==================== ddr_multiport_frontend_flat
### I/O nets highlighted, ddr_multiport_frontend_flat

Drawn at 1.5 px/um.
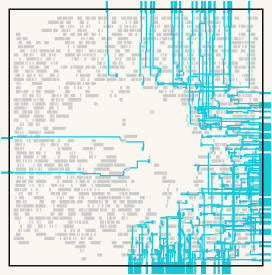

--- config.mk ---
export PLATFORM = sky130hd
export DESIGN_NAME = ddr_multiport_frontend_flat
export DESIGN_NICKNAME = d
export VERILOG_FILES = /design/src/rtl/ddr_multiport_frontend_if.sv /design/src/rtl/ddr_multiport_frontend.sv /design/src/flat_wrapper.sv
export SDC_FILE = /design/constraint.sdc
export NUM_CORES = 1
export LEC_CHECK = 0
export ABC_CLOCK_PERIOD_IN_PS = 2870
export CAP_MARGIN = 20
export CORE_AREA = 2 2 166 168
export DETAILED_ROUTE_END_ITERATION = 10
export DIE_AREA = 0 0 168 170
export GPL_TIMING_DRIVEN = 0
export SYNTH_ARGS = -nofsm -noshare
export SYNTH_HDL_FRONTEND = slang
export SYNTH_SLANG_ARGS = --single-unit
export TNS_END_PERCENT = 50
--- constraint.sdc ---
create_clock -name clk -period 2.87 [get_ports clk]
set_input_delay 0.574 -clock clk [delete_from_list [all_inputs] [get_ports clk]]
set_output_delay 0.574 -clock clk [all_outputs]
set_load 0.01 [all_outputs]
--- src/rtl/ddr_multiport_frontend_if.sv ---
// Client/controller bundle for ddr_multiport_frontend.
//   slave  : view taken by the front end (client requests and controller status in,
//            grants, read returns, controller command and error flags out)
//   master : view taken by the surrounding logic (clients plus ddr_controller)
// Per-port vectors pack port i at [i*W +: W].
interface ddr_multiport_frontend_if #(
  parameter int unsigned NUM_PORTS = 4,
  parameter int unsigned ADDR_W    = 32,
  parameter int unsigned DATA_W    = 32,
  parameter int unsigned DM_W      = 4
);
  // client side
  logic [NUM_PORTS-1:0]        p_req;
  logic [NUM_PORTS-1:0]        p_we;
  logic [NUM_PORTS*ADDR_W-1:0] p_addr;
  logic [NUM_PORTS*DATA_W-1:0] p_wdata;
  logic [NUM_PORTS*DM_W-1:0]   p_dm;
  logic [NUM_PORTS-1:0]        p_gnt;
  logic [DATA_W-1:0]           p_rdata;
  logic [NUM_PORTS-1:0]        p_rvalid;
  // controller side
  logic [2:0]                  ctl_icmd;
  logic [ADDR_W-1:0]           ctl_iaddr;
  logic [DATA_W-1:0]           ctl_data_in;
  logic [DM_W-1:0]             ctl_dmsel;
  logic                        ctl_datain_valid;
  logic                        ctl_busy;
  logic [DATA_W-1:0]           ctl_dataout;
  logic                        ctl_dataout_valid;
  // sticky error flags
  logic                        err_timeout;
  logic                        err_orphan;

  modport slave (
    input  p_req, p_we, p_addr, p_wdata, p_dm,
    input  ctl_busy, ctl_dataout, ctl_dataout_valid,
    output p_gnt, p_rdata, p_rvalid,
    output ctl_icmd, ctl_iaddr, ctl_data_in, ctl_dmsel, ctl_datain_valid,
    output err_timeout, err_orphan
  );

  modport master (
    output p_req, p_we, p_addr, p_wdata, p_dm,
    output ctl_busy, ctl_dataout, ctl_dataout_valid,
    input  p_gnt, p_rdata, p_rvalid,
    input  ctl_icmd, ctl_iaddr, ctl_data_in, ctl_dmsel, ctl_datain_valid,
    input  err_timeout, err_orphan
  );
endinterface

--- src/rtl/ddr_multiport_frontend.sv ---
// N-client front end for ddr_controller. Arbitrates client read/write requests onto the
// single controller command port, waits for the controller to acknowledge with busy, and
// routes returned read data to the issuing client through an in-order tag FIFO.
// Ports:
//   clk  : system clock shared with ddr_controller
//   rst  : synchronous active-high reset
//   fe   : ddr_multiport_frontend_if.slave (client requests/grants/returns, controller
//          command/status, sticky err_timeout/err_orphan)
module ddr_multiport_frontend #(
  parameter int unsigned NUM_PORTS = 4,
  parameter int unsigned ADDR_W    = 32,
  parameter int unsigned DATA_W    = 32,
  parameter int unsigned DM_W      = 4,
  parameter int unsigned RD_DEPTH  = 4,
  parameter int unsigned ARB_MODE  = 0,
  parameter int unsigned BUSY_TO   = 15
) (
  input logic                     clk,
  input logic                     rst,
  ddr_multiport_frontend_if.slave fe
);

  localparam int unsigned IDX_W = (NUM_PORTS > 1) ? $clog2(NUM_PORTS) : 1;
  localparam int unsigned SUM_W = IDX_W + 1;
  localparam int unsigned PTR_W = (RD_DEPTH > 1) ? $clog2(RD_DEPTH) : 1;
  localparam int unsigned CNT_W = PTR_W + 1;
  localparam int unsigned TO_W  = $clog2(BUSY_TO + 1);

  localparam logic [2:0] CMD_NOP   = 3'd0;
  localparam logic [2:0] CMD_READ  = 3'd1;
  localparam logic [2:0] CMD_WRITE = 3'd2;

  typedef enum logic [1:0] {S_IDLE, S_ISSUE, S_WAIT} state_t;

  state_t               state_q;
  logic [IDX_W-1:0]     rr_q;
  logic [IDX_W-1:0]     win_q;
  logic                 rd_q;
  logic [TO_W-1:0]      wait_cnt_q;
  logic [IDX_W-1:0]     tag_mem [RD_DEPTH];
  logic [PTR_W-1:0]     wr_ptr_q;
  logic [PTR_W-1:0]     rd_ptr_q;
  logic [CNT_W-1:0]     cnt_q;
  logic [NUM_PORTS-1:0] gnt_q;
  logic [DATA_W-1:0]    rdata_q;
  logic [NUM_PORTS-1:0] rvalid_q;
  logic [2:0]           icmd_q;
  logic [ADDR_W-1:0]    iaddr_q;
  logic [DATA_W-1:0]    data_q;
  logic [DM_W-1:0]      dm_q;
  logic                 dv_q;
  logic                 err_to_q;
  logic                 err_or_q;

  logic                 fifo_full_c;
  logic                 push_c;
  logic                 pop_c;
  logic                 orphan_c;
  logic [NUM_PORTS-1:0] elig_c;
  logic                 found_c;
  logic [IDX_W-1:0]     win_c;
  logic [SUM_W-1:0]     cand_c;
  logic [SUM_W-1:0]     rr_next_c;
  logic [ADDR_W-1:0]    sel_addr_c;
  logic [DATA_W-1:0]    sel_data_c;
  logic [DM_W-1:0]      sel_dm_c;

  // Reads need a free tag slot; writes are never held back by a full FIFO.
  assign fifo_full_c = (cnt_q == CNT_W'(RD_DEPTH));
  assign elig_c      = fe.p_req & (fe.p_we | {NUM_PORTS{~fifo_full_c}});
  assign push_c      = (state_q == S_ISSUE) && rd_q;
  assign pop_c       = fe.ctl_dataout_valid && (cnt_q != '0);
  assign orphan_c    = fe.ctl_dataout_valid && (cnt_q == '0);

  // Winner search: rotate from rr_q in round-robin mode, from port 0 in fixed mode.
  always_comb begin
    found_c = 1'b0;
    win_c   = '0;
    cand_c  = '0;
    for (int i = 0; i < NUM_PORTS; i++) begin
      if (ARB_MODE == 0) cand_c = {1'b0, rr_q} + SUM_W'(i);
      else               cand_c = SUM_W'(i);
      if (cand_c >= SUM_W'(NUM_PORTS)) cand_c = cand_c - SUM_W'(NUM_PORTS);
      if (!found_c && elig_c[cand_c[IDX_W-1:0]]) begin
        found_c = 1'b1;
        win_c   = cand_c[IDX_W-1:0];
      end
    end
  end

  // Pointer after a grant: winner + 1 modulo NUM_PORTS.
  always_comb begin
    rr_next_c = {1'b0, win_c} + SUM_W'(1);
    if (rr_next_c == SUM_W'(NUM_PORTS)) rr_next_c = '0;
  end

  // Command fields of the current winner.
  always_comb begin
    sel_addr_c = fe.p_addr[win_c*ADDR_W +: ADDR_W];
    sel_data_c = fe.p_wdata[win_c*DATA_W +: DATA_W];
    sel_dm_c   = fe.p_dm[win_c*DM_W +: DM_W];
  end

  // Tag storage: id of the port owning each outstanding read.
  always_ff @(posedge clk) begin
    if (push_c) tag_mem[wr_ptr_q] <= win_q;
  end

  // Issue FSM, tag FIFO bookkeeping and read-return routing.
  always_ff @(posedge clk) begin
    if (rst) begin
      state_q    <= S_IDLE;
      rr_q       <= '0;
      win_q      <= '0;
      rd_q       <= 1'b0;
      wait_cnt_q <= '0;
      wr_ptr_q   <= '0;
      rd_ptr_q   <= '0;
      cnt_q      <= '0;
      gnt_q      <= '0;
      rdata_q    <= '0;
      rvalid_q   <= '0;
      icmd_q     <= CMD_NOP;
      iaddr_q    <= '0;
      data_q     <= '0;
      dm_q       <= '0;
      dv_q       <= 1'b0;
      err_to_q   <= 1'b0;
      err_or_q   <= 1'b0;
    end else begin
      if (push_c) wr_ptr_q <= wr_ptr_q + PTR_W'(1);
      if (pop_c)  rd_ptr_q <= rd_ptr_q + PTR_W'(1);
      if (push_c && !pop_c)      cnt_q <= cnt_q + CNT_W'(1);
      else if (!push_c && pop_c) cnt_q <= cnt_q - CNT_W'(1);

      // Returns are in issue order, so the head tag names the owner.
      rvalid_q <= '0;
      if (pop_c) begin
        rdata_q  <= fe.ctl_dataout;
        rvalid_q <= NUM_PORTS'(1) << tag_mem[rd_ptr_q];
      end
      if (orphan_c) err_or_q <= 1'b1;

      case (state_q)
        S_IDLE: begin
          if (!fe.ctl_busy && found_c) begin
            state_q <= S_ISSUE;
            win_q   <= win_c;
            rd_q    <= ~fe.p_we[win_c];
            icmd_q  <= fe.p_we[win_c] ? CMD_WRITE : CMD_READ;
            iaddr_q <= sel_addr_c;
            data_q  <= sel_data_c;
            dm_q    <= sel_dm_c;
            dv_q    <= fe.p_we[win_c];
            gnt_q   <= NUM_PORTS'(1) << win_c;
            if (ARB_MODE == 0) rr_q <= rr_next_c[IDX_W-1:0];
          end
        end
        S_ISSUE: begin
          state_q    <= S_WAIT;
          icmd_q     <= CMD_NOP;
          dv_q       <= 1'b0;
          gnt_q      <= '0;
          wait_cnt_q <= '0;
        end
        S_WAIT: begin
          // The controller acknowledges a command by raising busy.
          if (fe.ctl_busy) begin
            state_q <= S_IDLE;
          end else if (wait_cnt_q == TO_W'(BUSY_TO - 1)) begin
            err_to_q <= 1'b1;
            state_q  <= S_IDLE;
          end else begin
            wait_cnt_q <= wait_cnt_q + TO_W'(1);
          end
        end
        default: state_q <= S_IDLE;
      endcase
    end
  end

  assign fe.p_gnt            = gnt_q;
  assign fe.p_rdata          = rdata_q;
  assign fe.p_rvalid         = rvalid_q;
  assign fe.ctl_icmd         = icmd_q;
  assign fe.ctl_iaddr        = iaddr_q;
  assign fe.ctl_data_in      = data_q;
  assign fe.ctl_dmsel        = dm_q;
  assign fe.ctl_datain_valid = dv_q;
  assign fe.err_timeout      = err_to_q;
  assign fe.err_orphan       = err_or_q;

endmodule

--- src/flat_wrapper.sv ---
// flat-port wrapper written by rule: the top's interface ports become plain ports
module ddr_multiport_frontend_flat 
#(
  parameter int unsigned NUM_PORTS = 4,
  parameter int unsigned ADDR_W    = 32,
  parameter int unsigned DATA_W    = 32,
  parameter int unsigned DM_W      = 4,
  parameter int unsigned RD_DEPTH  = 4,
  parameter int unsigned ARB_MODE  = 0,
  parameter int unsigned BUSY_TO   = 15
)
  (clk, rst, fe_p_req, fe_p_we, fe_p_addr, fe_p_wdata, fe_p_dm, fe_ctl_busy, fe_ctl_dataout, fe_ctl_dataout_valid, fe_p_gnt, fe_p_rdata, fe_p_rvalid, fe_ctl_icmd, fe_ctl_iaddr, fe_ctl_data_in, fe_ctl_dmsel, fe_ctl_datain_valid, fe_err_timeout, fe_err_orphan);
  ddr_multiport_frontend_if #(.NUM_PORTS(NUM_PORTS), .ADDR_W(ADDR_W), .DATA_W(DATA_W), .DM_W(DM_W)) fe_i ();
  input logic clk;
  input logic rst;
  input wire logic [$bits(fe_i.p_req)-1:0] fe_p_req;
  input wire logic [$bits(fe_i.p_we)-1:0] fe_p_we;
  input wire logic [$bits(fe_i.p_addr)-1:0] fe_p_addr;
  input wire logic [$bits(fe_i.p_wdata)-1:0] fe_p_wdata;
  input wire logic [$bits(fe_i.p_dm)-1:0] fe_p_dm;
  input wire logic [$bits(fe_i.ctl_busy)-1:0] fe_ctl_busy;
  input wire logic [$bits(fe_i.ctl_dataout)-1:0] fe_ctl_dataout;
  input wire logic [$bits(fe_i.ctl_dataout_valid)-1:0] fe_ctl_dataout_valid;
  output wire logic [$bits(fe_i.p_gnt)-1:0] fe_p_gnt;
  output wire logic [$bits(fe_i.p_rdata)-1:0] fe_p_rdata;
  output wire logic [$bits(fe_i.p_rvalid)-1:0] fe_p_rvalid;
  output wire logic [$bits(fe_i.ctl_icmd)-1:0] fe_ctl_icmd;
  output wire logic [$bits(fe_i.ctl_iaddr)-1:0] fe_ctl_iaddr;
  output wire logic [$bits(fe_i.ctl_data_in)-1:0] fe_ctl_data_in;
  output wire logic [$bits(fe_i.ctl_dmsel)-1:0] fe_ctl_dmsel;
  output wire logic [$bits(fe_i.ctl_datain_valid)-1:0] fe_ctl_datain_valid;
  output wire logic [$bits(fe_i.err_timeout)-1:0] fe_err_timeout;
  output wire logic [$bits(fe_i.err_orphan)-1:0] fe_err_orphan;
  assign fe_i.p_req = fe_p_req;
  assign fe_i.p_we = fe_p_we;
  assign fe_i.p_addr = fe_p_addr;
  assign fe_i.p_wdata = fe_p_wdata;
  assign fe_i.p_dm = fe_p_dm;
  assign fe_i.ctl_busy = fe_ctl_busy;
  assign fe_i.ctl_dataout = fe_ctl_dataout;
  assign fe_i.ctl_dataout_valid = fe_ctl_dataout_valid;
  assign fe_p_gnt = fe_i.p_gnt;
  assign fe_p_rdata = fe_i.p_rdata;
  assign fe_p_rvalid = fe_i.p_rvalid;
  assign fe_ctl_icmd = fe_i.ctl_icmd;
  assign fe_ctl_iaddr = fe_i.ctl_iaddr;
  assign fe_ctl_data_in = fe_i.ctl_data_in;
  assign fe_ctl_dmsel = fe_i.ctl_dmsel;
  assign fe_ctl_datain_valid = fe_i.ctl_datain_valid;
  assign fe_err_timeout = fe_i.err_timeout;
  assign fe_err_orphan = fe_i.err_orphan;
  ddr_multiport_frontend #(.NUM_PORTS(NUM_PORTS), .ADDR_W(ADDR_W), .DATA_W(DATA_W), .DM_W(DM_W), .RD_DEPTH(RD_DEPTH), .ARB_MODE(ARB_MODE), .BUSY_TO(BUSY_TO)) u_core (.clk(clk), .rst(rst), .fe(fe_i));
endmodule
==================== truth_table_sequencer
<file path="src/rtl/tt_seq_pkg.sv">
// Shared types and constants for the truth-table sequencer.
package tt_seq_pkg;

  typedef enum logic [1:0] {
    IDLE   = 2'd0,
    SETTLE = 2'd1,
    SAMPLE = 2'd2,
    DONE   = 2'd3
  } state_t;

  localparam int unsigned NUM_VECTORS = 16;
  localparam int unsigned IDX_W       = 4;
  localparam logic [IDX_W-1:0] LAST_IDX = 4'd15;

endpackage

</file>
<file path="src/rtl/tt_settle_counter.sv">
// Settle-interval counter: clears on load, counts up on en, flags SETTLE_CYCLES-1.
module tt_settle_counter #(
  parameter int unsigned SETTLE_CYCLES = 2,
  parameter int unsigned CNT_W         = 8
) (
  input  logic clk,
  input  logic rst_n,
  input  logic load,
  input  logic en,
  output logic tc
);

  logic [CNT_W-1:0] count;

  always_ff @(posedge clk or negedge rst_n) begin
    if (!rst_n) begin
      count <= '0;
    end else if (load) begin
      count <= '0;
    end else if (en) begin
      count <= count + CNT_W'(1);
    end
  end

  assign tc = (count == CNT_W'(SETTLE_CYCLES - 1));

endmodule

</file>
<file path="src/rtl/truth_table_sequencer.sv">
// Sweeps all 16 inputs of a 4-input unit, captures its truth table and grades it.
// Optional first-failure reporting is enabled with `define TT_SEQ_FIRST_FAIL_EN.
module truth_table_sequencer
  import tt_seq_pkg::*;
#(
  parameter int unsigned SETTLE_CYCLES = 2,
  parameter int unsigned CNT_W         = 8
) (
  input  logic        clk,
  input  logic        rst_n,
  input  logic        start,
  input  logic [15:0] expected,
  output logic        A,
  output logic        B,
  output logic        C,
  output logic        D,
  input  logic        dut_out,
  output logic        busy,
  output logic        done,
  output logic        pass,
  output logic [15:0] tt_capture,
  output logic [4:0]  mismatch_cnt
`ifdef TT_SEQ_FIRST_FAIL_EN
  ,
  output logic [3:0]  first_fail_idx,
  output logic        first_fail_vld
`endif
);

  state_t            state, state_next;
  logic [IDX_W-1:0]  idx, idx_next;
  logic [15:0]       exp_q, exp_next;
  logic [15:0]       cap_next;
  logic [4:0]        mcnt_next;
  logic              busy_next, done_next, pass_next;
  logic              cnt_load, cnt_en, cnt_tc;
  logic              miss;
`ifdef TT_SEQ_FIRST_FAIL_EN
  logic [3:0]        ff_idx_next;
  logic              ff_vld_next;
`endif

  tt_settle_counter #(
    .SETTLE_CYCLES (SETTLE_CYCLES),
    .CNT_W         (CNT_W)
  ) u_settle (
    .clk   (clk),
    .rst_n (rst_n),
    .load  (cnt_load),
    .en    (cnt_en),
    .tc    (cnt_tc)
  );

  assign miss = (dut_out != exp_q[idx]);

  always_ff @(posedge clk or negedge rst_n) begin
    if (!rst_n) begin
      state <= IDLE;
    end else begin
      state <= state_next;
    end
  end

  always_comb begin
    state_next = state;
    idx_next   = idx;
    exp_next   = exp_q;
    cap_next   = tt_capture;
    mcnt_next  = mismatch_cnt;
    busy_next  = busy;
    done_next  = 1'b0;
    pass_next  = pass;
    cnt_load   = 1'b0;
    cnt_en     = 1'b0;
`ifdef TT_SEQ_FIRST_FAIL_EN
    ff_idx_next = first_fail_idx;
    ff_vld_next = first_fail_vld;
`endif
    case (state)
      IDLE: begin
        if (start) begin
          exp_next   = expected;
          idx_next   = '0;
          cnt_load   = 1'b1;
          cap_next   = '0;
          mcnt_next  = '0;
          pass_next  = 1'b0;
          busy_next  = 1'b1;
          state_next = SETTLE;
`ifdef TT_SEQ_FIRST_FAIL_EN
          ff_idx_next = '0;
          ff_vld_next = 1'b0;
`endif
        end
      end
      SETTLE: begin
        cnt_en = 1'b1;
        if (cnt_tc) begin
          state_next = SAMPLE;
        end
      end
      SAMPLE: begin
        cap_next[idx] = dut_out;
        if (miss) begin
          mcnt_next = mismatch_cnt + 5'd1;
        end
`ifdef TT_SEQ_FIRST_FAIL_EN
        if (miss && !first_fail_vld) begin
          ff_idx_next = idx;
          ff_vld_next = 1'b1;
        end
`endif
        if (idx == LAST_IDX) begin
          // done/pass are registered on entry to DONE so they coincide with that state
          state_next = DONE;
          busy_next  = 1'b0;
          done_next  = 1'b1;
          pass_next  = (mcnt_next == '0);
        end else begin
          idx_next   = idx + 4'd1;
          cnt_load   = 1'b1;
          state_next = SETTLE;
        end
      end
      DONE: begin
        state_next = IDLE;
      end
      default: begin
        state_next = IDLE;
      end
    endcase
  end

  always_ff @(posedge clk or negedge rst_n) begin
    if (!rst_n) begin
      idx          <= '0;
      exp_q        <= '0;
      tt_capture   <= '0;
      mismatch_cnt <= '0;
      busy         <= 1'b0;
      done         <= 1'b0;
      pass         <= 1'b0;
`ifdef TT_SEQ_FIRST_FAIL_EN
      first_fail_idx <= '0;
      first_fail_vld <= 1'b0;
`endif
    end else begin
      idx          <= idx_next;
      exp_q        <= exp_next;
      tt_capture   <= cap_next;
      mismatch_cnt <= mcnt_next;
      busy         <= busy_next;
      done         <= done_next;
      pass         <= pass_next;
`ifdef TT_SEQ_FIRST_FAIL_EN
      first_fail_idx <= ff_idx_next;
      first_fail_vld <= ff_vld_next;
`endif
    end
  end

  assign A = idx[3];
  assign B = idx[2];
  assign C = idx[1];
  assign D = idx[0];

endmodule

</file>
<file path="config.mk">
export PLATFORM = sky130hd
export DESIGN_NAME = truth_table_sequencer
export DESIGN_NICKNAME = d
export VERILOG_FILES = /design/src/rtl/tt_seq_pkg.sv /design/src/rtl/tt_settle_counter.sv /design/src/rtl/truth_table_sequencer.sv
export SDC_FILE = /design/constraint.sdc
export NUM_CORES = 1
export LEC_CHECK = 0
export ABC_CLOCK_PERIOD_IN_PS = 2500
export CORE_ASPECT_RATIO = 0.6
export CORE_MARGIN = 2
export CORE_UTILIZATION = 45
export CTS_CLUSTER_DIAMETER = 120
export DETAILED_ROUTE_END_ITERATION = 7
export PLACE_DENSITY = 0.8
export SLEW_MARGIN = 40
export SYNTH_ARGS = -nofsm -noshare
export SYNTH_HDL_FRONTEND = slang
export SYNTH_HIERARCHICAL = 1
export SYNTH_SLANG_ARGS = --single-unit
</file>
<file path="constraint.sdc">
create_clock -name clk -period 2.5 [get_ports clk]
set_clock_uncertainty 0.15 [all_clocks]
set_input_delay 0.25 -clock clk [delete_from_list [all_inputs] [get_ports clk]]
set_output_delay 0.25 -clock clk [all_outputs]
set_load 0.005 [all_outputs]
</file>
==================== seg_scan_decode_flat
===== config.mk =====
export PLATFORM = sky130hd
export DESIGN_NAME = seg_scan_decode_flat
export DESIGN_NICKNAME = d
export VERILOG_FILES = /design/src/rtl/seg_scan_decode_pkg.sv /design/src/rtl/seg_scan_decode_if.sv /design/src/rtl/seg_scan_decode_lookup.sv /design/src/rtl/seg_scan_decode.sv /design/src/flat_wrapper.sv
export SDC_FILE = /design/constraint.sdc
export NUM_CORES = 1
export LEC_CHECK = 0
export CORE_MARGIN = 4
export CORE_UTILIZATION = 45
export DETAILED_ROUTE_END_ITERATION = 10
export PLACE_DENSITY_LB_ADDON = 0.12
export SKIP_LAST_GASP = 1
export SYNTH_ARGS = -nofsm -noshare
export SYNTH_HDL_FRONTEND = slang
export SYNTH_HIERARCHICAL = 1
export SYNTH_SLANG_ARGS = --single-unit

===== constraint.sdc =====
create_clock -name clk -period 1.7 [get_ports clk]
set_input_delay 0.34 -clock clk [delete_from_list [all_inputs] [get_ports clk]]
set_output_delay 0.34 -clock clk [all_outputs]
set_load 0.02 [all_outputs]

===== src/rtl/seg_scan_decode_pkg.sv =====
// Shared definitions for the 7-segment scan decoder.
//   - Segment pattern constants (bit order g,f,e,d,c,b,a; 1 = lit), the same
//     values the matching encoder drives.
//   - Alternate 7/9 glyphs, the "unrecognised" BCD code and the blank pattern.
//   - Lookup result record and the frame FSM state type.
package seg_scan_decode_pkg;

    localparam logic [6:0] SEG_0     = 7'h3F;
    localparam logic [6:0] SEG_1     = 7'h06;
    localparam logic [6:0] SEG_2     = 7'h5B;
    localparam logic [6:0] SEG_3     = 7'h4F;
    localparam logic [6:0] SEG_4     = 7'h66;
    localparam logic [6:0] SEG_5     = 7'h6D;
    localparam logic [6:0] SEG_6     = 7'h7D;
    localparam logic [6:0] SEG_7     = 7'h27;
    localparam logic [6:0] SEG_8     = 7'h7F;
    localparam logic [6:0] SEG_9     = 7'h67;
    localparam logic [6:0] SEG_ALT_7 = 7'h07;
    localparam logic [6:0] SEG_ALT_9 = 7'h6F;
    localparam logic [6:0] SEG_BLANK = 7'h00;

    localparam logic [3:0] BCD_BAD   = 4'hF;

    typedef struct packed {
        logic [3:0] bcd;
        logic       blank;
        logic       err;
    } lookup_t;

    typedef enum logic {
        COLLECT = 1'b0,
        PUBLISH = 1'b1
    } state_t;

endpackage


===== src/rtl/seg_scan_decode_if.sv =====
// Display-bus snoop interface for seg_scan_decode.
//   seg_in      : segment pattern, bit7 = dp, bits6:0 = g..a
//   digit_sel   : one-hot digit enable
//   bcd_out     : published BCD digits, digit i in [4i+3:4i]
//   blank_out   : per-digit "dark" flag
//   dp_out      : per-digit captured decimal point
//   frame_err   : some digit of the published frame was unrecognised
//   frame_valid : one-cycle pulse when the outputs above update
//   sel_err     : one-cycle pulse when a stable digit_sel was not one-hot
// master = display side / stimulus, slave = decoder.
interface seg_scan_decode_if #(
    parameter int NUM_DIGITS = 4
);
    logic [7:0]              seg_in;
    logic [NUM_DIGITS-1:0]   digit_sel;
    logic [4*NUM_DIGITS-1:0] bcd_out;
    logic [NUM_DIGITS-1:0]   blank_out;
    logic [NUM_DIGITS-1:0]   dp_out;
    logic                    frame_err;
    logic                    frame_valid;
    logic                    sel_err;

    modport master (
        output seg_in, digit_sel,
        input  bcd_out, blank_out, dp_out, frame_err, frame_valid, sel_err
    );

    modport slave (
        input  seg_in, digit_sel,
        output bcd_out, blank_out, dp_out, frame_err, frame_valid, sel_err
    );
endinterface


===== src/rtl/seg_scan_decode_lookup.sv =====
// Combinational 7-segment pattern to BCD lookup.
//   pattern_i : segments g..a (dp excluded, it never affects the decode)
//   result_o  : {bcd, blank, err}; dark pattern -> bcd 0 + blank,
//               anything unknown -> BCD_BAD + err
module seg_pattern_lookup
    import seg_scan_decode_pkg::*;
(
    input  logic [6:0] pattern_i,
    output lookup_t    result_o
);

    always_comb begin
        result_o = '{bcd: BCD_BAD, blank: 1'b0, err: 1'b1};
        case (pattern_i)
            SEG_0:     result_o = '{bcd: 4'd0, blank: 1'b0, err: 1'b0};
            SEG_1:     result_o = '{bcd: 4'd1, blank: 1'b0, err: 1'b0};
            SEG_2:     result_o = '{bcd: 4'd2, blank: 1'b0, err: 1'b0};
            SEG_3:     result_o = '{bcd: 4'd3, blank: 1'b0, err: 1'b0};
            SEG_4:     result_o = '{bcd: 4'd4, blank: 1'b0, err: 1'b0};
            SEG_5:     result_o = '{bcd: 4'd5, blank: 1'b0, err: 1'b0};
            SEG_6:     result_o = '{bcd: 4'd6, blank: 1'b0, err: 1'b0};
            SEG_7:     result_o = '{bcd: 4'd7, blank: 1'b0, err: 1'b0};
            SEG_ALT_7: result_o = '{bcd: 4'd7, blank: 1'b0, err: 1'b0};
            SEG_8:     result_o = '{bcd: 4'd8, blank: 1'b0, err: 1'b0};
            SEG_9:     result_o = '{bcd: 4'd9, blank: 1'b0, err: 1'b0};
            SEG_ALT_9: result_o = '{bcd: 4'd9, blank: 1'b0, err: 1'b0};
            SEG_BLANK: result_o = '{bcd: 4'd0, blank: 1'b1, err: 1'b0};
            default:   result_o = '{bcd: BCD_BAD, blank: 1'b0, err: 1'b1};
        endcase
    end

endmodule


===== src/rtl/seg_scan_decode.sv =====
// Multiplexed 7-segment display snooper: waits for each {digit_sel, seg_in}
// value to settle for STABLE_CYCLES samples, decodes it back to BCD, and
// publishes a complete frame once every digit has been captured.
//   clk   : rising-edge clock
//   reset : synchronous, active-high; clears all state and outputs
//   bus   : seg_scan_decode_if.slave (see interface header for signals)
module seg_scan_decode
    import seg_scan_decode_pkg::*;
#(
    parameter int NUM_DIGITS    = 4,
    parameter int STABLE_CYCLES = 4
) (
    input  logic               clk,
    input  logic               reset,
    seg_scan_decode_if.slave   bus
);

    localparam int IN_W  = NUM_DIGITS + 8;
    localparam int CNT_W = $clog2(STABLE_CYCLES);
    localparam int IDX_W = $clog2(NUM_DIGITS);
    localparam logic [CNT_W-1:0] CNT_MAX = CNT_W'(STABLE_CYCLES - 1);
    localparam logic [CNT_W-1:0] CNT_ARM = CNT_W'(STABLE_CYCLES - 2);

    logic [IN_W-1:0]         in_d, in_q;
    logic [CNT_W-1:0]        cnt_d, cnt_q;
    logic                    same;
    logic                    capture;
    logic [NUM_DIGITS-1:0]   sel_q;
    logic [7:0]              seg_q;
    logic                    sel_ok;
    logic [IDX_W-1:0]        idx;
    lookup_t                 lk;

    logic [4*NUM_DIGITS-1:0] sh_bcd_q;
    logic [NUM_DIGITS-1:0]   sh_blank_q, sh_dp_q, sh_err_q;
    logic [NUM_DIGITS-1:0]   mask_d, mask_q;

    logic [4*NUM_DIGITS-1:0] bcd_q;
    logic [NUM_DIGITS-1:0]   blank_q, dp_q;
    logic                    ferr_q, fv_q, se_q;
    state_t                  state_q;

    assign in_d  = {bus.digit_sel, bus.seg_in};
    assign same  = (in_d == in_q);
    assign sel_q = in_q[IN_W-1:8];
    assign seg_q = in_q[7:0];

    // Saturating run counter: it sits at CNT_MAX while the bus is held, so
    // the CNT_ARM -> CNT_MAX step happens exactly once per stable period.
    always_comb begin
        cnt_d = '0;
        if (same) begin
            cnt_d = (cnt_q == CNT_MAX) ? cnt_q : cnt_q + 1'b1;
        end
    end

    assign capture = same && (cnt_q == CNT_ARM);

    // One-hot check plus OR-encode of the set bit; the index is only used
    // when exactly one bit is set, so no priority logic is needed.
    assign sel_ok = (sel_q != '0) && ((sel_q & (sel_q - 1'b1)) == '0);

    always_comb begin
        idx = '0;
        for (int i = 0; i < NUM_DIGITS; i++) begin
            if (sel_q[i]) begin
                idx = idx | IDX_W'(i);
            end
        end
    end

    seg_pattern_lookup u_lookup (
        .pattern_i (seg_q[6:0]),
        .result_o  (lk)
    );

    // Mask clears on the PUBLISH edge first, so a capture on that same edge
    // counts toward the next frame.
    always_comb begin
        mask_d = (state_q == PUBLISH) ? '0 : mask_q;
        if (capture && sel_ok) begin
            mask_d[idx] = 1'b1;
        end
    end

    always_ff @(posedge clk) begin
        if (reset) begin
            in_q       <= '0;
            cnt_q      <= '0;
            sh_bcd_q   <= '0;
            sh_blank_q <= '0;
            sh_dp_q    <= '0;
            sh_err_q   <= '0;
            mask_q     <= '0;
            bcd_q      <= '0;
            blank_q    <= '0;
            dp_q       <= '0;
            ferr_q     <= 1'b0;
            fv_q       <= 1'b0;
            se_q       <= 1'b0;
            state_q    <= COLLECT;
        end else begin
            in_q   <= in_d;
            cnt_q  <= cnt_d;
            mask_q <= mask_d;
            se_q   <= capture && !sel_ok;
            fv_q   <= 1'b0;

            if (capture && sel_ok) begin
                sh_bcd_q[4*idx +: 4] <= lk.bcd;
                sh_blank_q[idx]      <= lk.blank;
                sh_dp_q[idx]         <= seg_q[7];
                sh_err_q[idx]        <= lk.err;
            end

            // Outputs load from the pre-edge shadow when entering PUBLISH,
            // so frame_valid is high for the whole PUBLISH cycle.
            case (state_q)
                COLLECT: begin
                    if (&mask_q) begin
                        bcd_q   <= sh_bcd_q;
                        blank_q <= sh_blank_q;
                        dp_q    <= sh_dp_q;
                        ferr_q  <= |sh_err_q;
                        fv_q    <= 1'b1;
                        state_q <= PUBLISH;
                    end
                end
                PUBLISH: state_q <= COLLECT;
                default: state_q <= COLLECT;
            endcase
        end
    end

    assign bus.bcd_out     = bcd_q;
    assign bus.blank_out   = blank_q;
    assign bus.dp_out      = dp_q;
    assign bus.frame_err   = ferr_q;
    assign bus.frame_valid = fv_q;
    assign bus.sel_err     = se_q;

endmodule

===== src/flat_wrapper.sv =====
// flat-port wrapper written by rule: the top's interface ports become plain ports
module seg_scan_decode_flat import seg_scan_decode_pkg::*;
#(
    parameter int NUM_DIGITS    = 4,
    parameter int STABLE_CYCLES = 4
)
  (clk, reset, bus_seg_in, bus_digit_sel, bus_bcd_out, bus_blank_out, bus_dp_out, bus_frame_err, bus_frame_valid, bus_sel_err);
  seg_scan_decode_if #(.NUM_DIGITS(NUM_DIGITS)) bus_i ();
  input  logic clk;
  input  logic reset;
  input wire logic [$bits(bus_i.seg_in)-1:0] bus_seg_in;
  input wire logic [$bits(bus_i.digit_sel)-1:0] bus_digit_sel;
  output wire logic [$bits(bus_i.bcd_out)-1:0] bus_bcd_out;
  output wire logic [$bits(bus_i.blank_out)-1:0] bus_blank_out;
  output wire logic [$bits(bus_i.dp_out)-1:0] bus_dp_out;
  output wire logic [$bits(bus_i.frame_err)-1:0] bus_frame_err;
  output wire logic [$bits(bus_i.frame_valid)-1:0] bus_frame_valid;
  output wire logic [$bits(bus_i.sel_err)-1:0] bus_sel_err;
  assign bus_i.seg_in = bus_seg_in;
  assign bus_i.digit_sel = bus_digit_sel;
  assign bus_bcd_out = bus_i.bcd_out;
  assign bus_blank_out = bus_i.blank_out;
  assign bus_dp_out = bus_i.dp_out;
  assign bus_frame_err = bus_i.frame_err;
  assign bus_frame_valid = bus_i.frame_valid;
  assign bus_sel_err = bus_i.sel_err;
  seg_scan_decode #(.NUM_DIGITS(NUM_DIGITS), .STABLE_CYCLES(STABLE_CYCLES)) u_core (.clk(clk), .reset(reset), .bus(bus_i));
endmodule

### Placed standard cells, ddr_multiport_frontend_flat

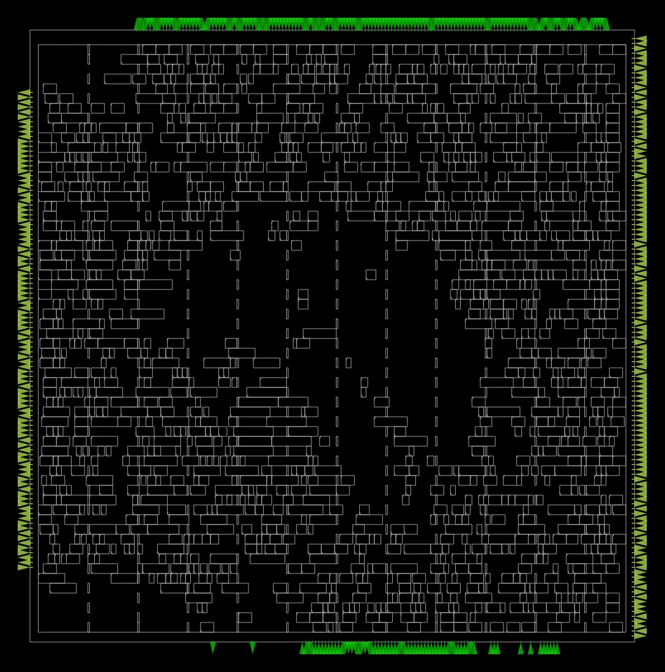
number of fill cells: 2655
Flop Count: 140
Tapcells: 341

## Picture notes: 'I/O nets highlighted' of ddr_multiport_frontend_flat
legend:
  cyan:
    port: `fe_p_wdata`
    bits: 128
    direction: input
    edge: 56 east, 49 south, 21 north, 2 west
    end_cells: 128
    wire: 4670 um

==> results.yml, ddr_multiport_frontend_flat <==
# physical design summary
power_and_ir_drop:
  peakVddDrop_v: 0.000353
clocking:
  cts_buffers: 17
outcome:
  status: "finished, final reports clean"
final_timing:
  maxSlewViolCount: 0
  slew_headroom: 0.619
  final.setup.tns_ps: 0
drt:
  highest_layer: "met5"
  via_count: 8276
synth:
  synthFlopType: "dfxtp_1"
  synthCells: 927
global_route:
  met3_usage: 0.0730
  grt_use_met1: 0.253
cells_and_area:
  seq-cell-share: 0.235
  comb-cell-share: 0.299
  clock_buffers: 20
setup_path:
  worst_setup_path_start_kind: "primary input"
-- ddr_multiport_frontend_flat: where the power goes --
group          switching, mW  total (mW)  internal (mW)
combinational           1.82        3.47           1.64
clock                  0.959        2.11           1.16
sequential             0.253        2.58           2.33
total                   3.04        8.16           5.12
-- ddr_multiport_frontend_flat: cells in the mapped netlist (2+ instances only) --
cell,n,area [um^2]
a211o_1,68,596
a21oi_1,181,906
and3_1,6,37.5
buf_1,4,15.0
buf_2,10,50.1
buf_4,3,22.5
buf_6,2,22.5
clkbuf_1,52,195
dfxtp_1,132,2640
edfxtp_1,8,240
ha_1,11,138
inv_1,8,30.0
mux2i_1,5,50.1
mux4_2,2,45.0
nand2_1,355,1330
nand3_1,8,40.0
nand3b_1,2,15.0
nor2_1,26,97.6
nor2b_1,2,12.5
nor3_1,2,10.0
nor4b_1,2,17.5
o2bb2ai_1,2,17.5
or3_1,3,18.8
xnor2_1,2,17.5
xor2_1,5,43.8
-- ddr_multiport_frontend_flat: cell families after synthesis --
kind of cell,share of synthesized area
fa+ha+maj,0.0230
xor+xnor,0.00894
buf+inv,0.0500
flops,0.420
mux,0.0155
simple gates,0.240
other cells,0.000547
compound gates,0.242
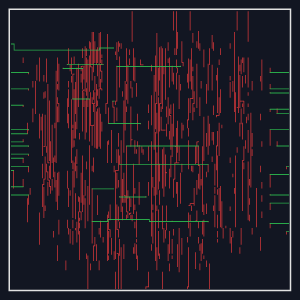
*Metal layers overlaid, seg_scan_decode_flat*
Drawn at 3 px/um. Only two layers are drawn.
legend:
  green:
    layer: metal 3
    wire_length: 328 um
  red:
    layer: metal 2
    wire_length: 3300 um

==> results.yml, seg_scan_decode_flat <==
# physical design summary
clocking:
  cts_resized: 16
  htreeDepth: 3
final_timing:
  setup_ws_ps: 35.0
  final.setup.tns_ps: 0
  finalSetupViolCount: 0
  clock_skew_ps: 11.9
outcome:
  status: "finished, final reports clean"
cells_and_area:
  fin_util: 0.611
placed_design:
  place_area_um2: 3930
setup_path:
  r2r_end: "u_core/sh_dp_q[1]"
synth:
  syn_area_per_cell_um2: 8.89
  yosysSeqAreaShare: 0.447
  syn-num-nets: 392
drt:
  drt_iter0_drc: 105
global_route:
  grt_pass1_vias: 2420
## seg_scan_decode_flat: per-layer routing
layer | track usage | routed length [um] | up-vias | part of all wire
li1 | - | - | 1333 | -
met1 | 0.194 | 3070 | 1167 | 0.46
met2 | 0.281 | 3300 | 49 | 0.49
met3 | 0.0507 | 328 | 4 | 0.049
met4 | 0.0403 | 39 | 0 | 0.0058
met5 | 0 | 0 | - | 0
## seg_scan_decode_flat: cells in the final DEF, fill, tap and decap left out, drive strengths merged, types with 2 or more instances in the layout
cell	count
inv	6
nor2b	17
clkdlybuf4s50	38
nor2	10
nor4b	2
nand3	7
nand4	4
xor2	2
clkinv	3
mux2i	30
clkbuf	9
a21oi	32
clkinvlp	2
nor3	5
xnor2	14
o21ai	5
and3	6
ha	10
nand2b	36
buf	34
or2	3
nand2	69
dfxtp	73
## seg_scan_decode_flat: power breakdown
group          switching, mW  internal (mW)  leakage [nW]
Sequential            0.0265           1.72         0.594
Clock                  0.652          0.674        0.0954
Combinational          0.148          0.171         0.862
## seg_scan_decode_flat: final cells by class
type,count,area (um^2)
clock buffers,9,124
clock inverters,7,68.8
fillers,660,2700
inverters,5,18.8
multi-input cells,267,1770
flip-flops and latches,73,1480
well taps,96,120
repair buffers,73,658
### Signal wires on met2, truth_table_sequencer

Drawn at 6 px/um.
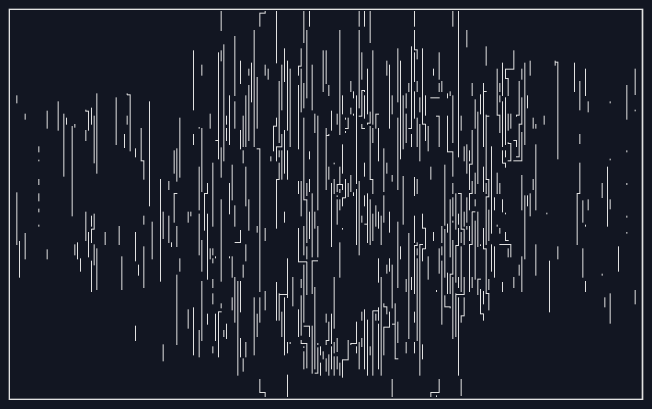
nets with wire on the layer: 287
share of all routed wire: 41%
wire length on this layer: 2450 um
longest straight run: 24.2 um

### Placed standard cells, truth_table_sequencer

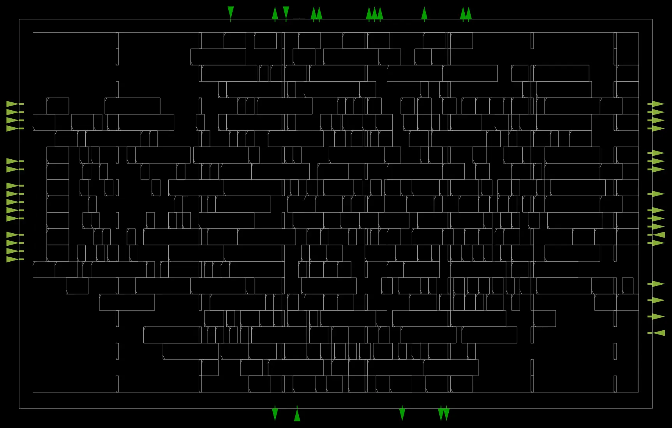
Tapcells: 84
flop share of the area: 0.391
Final Non-Filler Cells: 430
Core Util, Final: 0.573

==> results.yml, truth_table_sequencer <==
# physical design summary
cells_and_area:
  lay_top_cells: "nand2_1, dfrtp_1, clkdlybuf4s50_1"
  clock_buffers: 6
  num-fill-cells: 525
synth:
  synth_top_area_share: 0.488
  ys_chip_area_um2: 2770
  synth_warnings: 6
  yosysSeqAreaShare: 0.488
global_route:
  met3_usage: 0.0553
  globalRouteOverflowTotal: 0
power_and_ir_drop:
  p_seq_frac: 0.472
  combPwrFrac: 0.351
outcome:
  status: "finished, final reports clean"
setup_path:
  crit_type: "reg2reg"
  cp-end-kind: "flop"
final_timing:
  slew_headroom: 0.592
  timing.final.hold_violations: 0
  rsz0062_at_grt: "no"
clocking:
  cts_root_buffer: "clkbuf_8"
  clk_path_buf_depth: 2
drt:
  via_count: 2329
worst_hold_path:
  hold_path.startpoint: "expected[4]"
  hp-class: "in2reg"
placed_design:
  place_hpwl_mm: 4.46
floorplan:
  ios: 48
==> truth_table_sequencer: cell families after synthesis <==
logic type,count (synthesis)
adder cells (fa/ha/maj),7
flip-flops,54
buffers and inverters,24
multiplexers,11
AND-OR/OR-AND,47
XOR/XNOR,7
AND/OR/NAND/NOR,149
==> truth_table_sequencer: worst max-delay path, delay by kind of cell (launching register included) <==
family | cells | cell delay (ps)
AOI/OAI and AO/OA | 2 | 400
DFF | 1 | 460
muxes | 3 | 1220
==> truth_table_sequencer: what timing repair did <==
| action | CTS | global route |
|---|---|---|
| endpoints found under the hold margin | 26 | 0 |
| resized | 0 | 5 |
| hold buffers | 1 | 0 |
| setup endpoints to repair | 0 | 4 |
==> truth_table_sequencer: flip-flops by register name (all words and copies together), names as in the netlist <==
register        flops
busy                1
done                1
exp_q              16
idx                 4
mismatch_cnt        5
pass                1
state               2
tt_capture         16
u_settle/count      8
==> truth_table_sequencer: worst paths after layout <==
kind	end	slack (ps)	cells after the start
worst min-delay path	exp_q[4]	330	3
min in group asynchronous	mismatch_cnt[2]	340	2
worst max-delay path	mismatch_cnt[4]	150	5
worst max register to register	mismatch_cnt[4]	150	5
max in group asynchronous	idx[0]	1300	3
worst min register to register	exp_q[1]	330	2


==> notes/layouts.md <==
Pictures saved along the way, in no particular order.

Pin map.
(a)
Drawn at 4 px/um. Pins as bars across the die edge, other pins in grey.
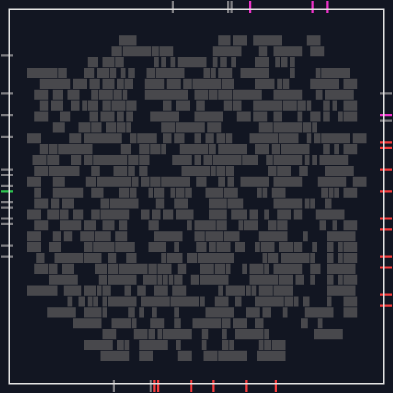
(b)
Drawn at 6 px/um. Pins as bars across the die edge, other pins in grey.
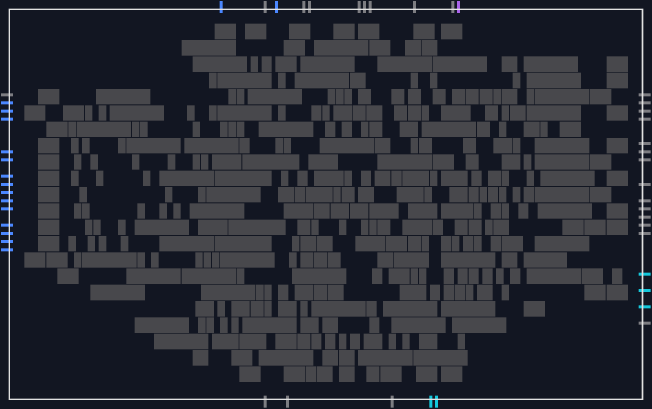
(c)
Drawn at 3 px/um. Pins as bars across the die edge, other pins in grey.
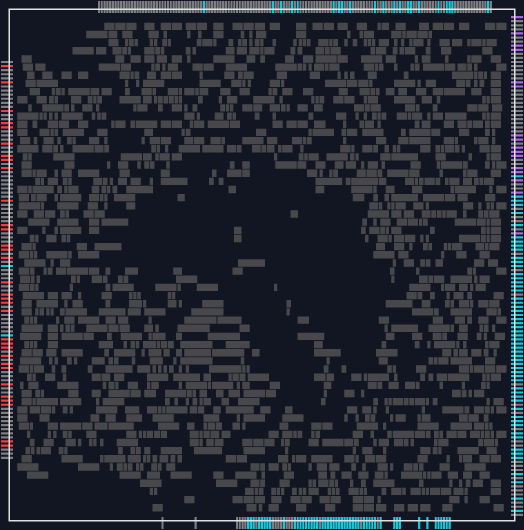
Of these, most pins: (c)
Of these, smallest die: (b)
(a): seg_scan_decode_flat
(c): ddr_multiport_frontend_flat
(b): truth_table_sequencer

No activity file was given, so power comes from the tool's default toggle rates.
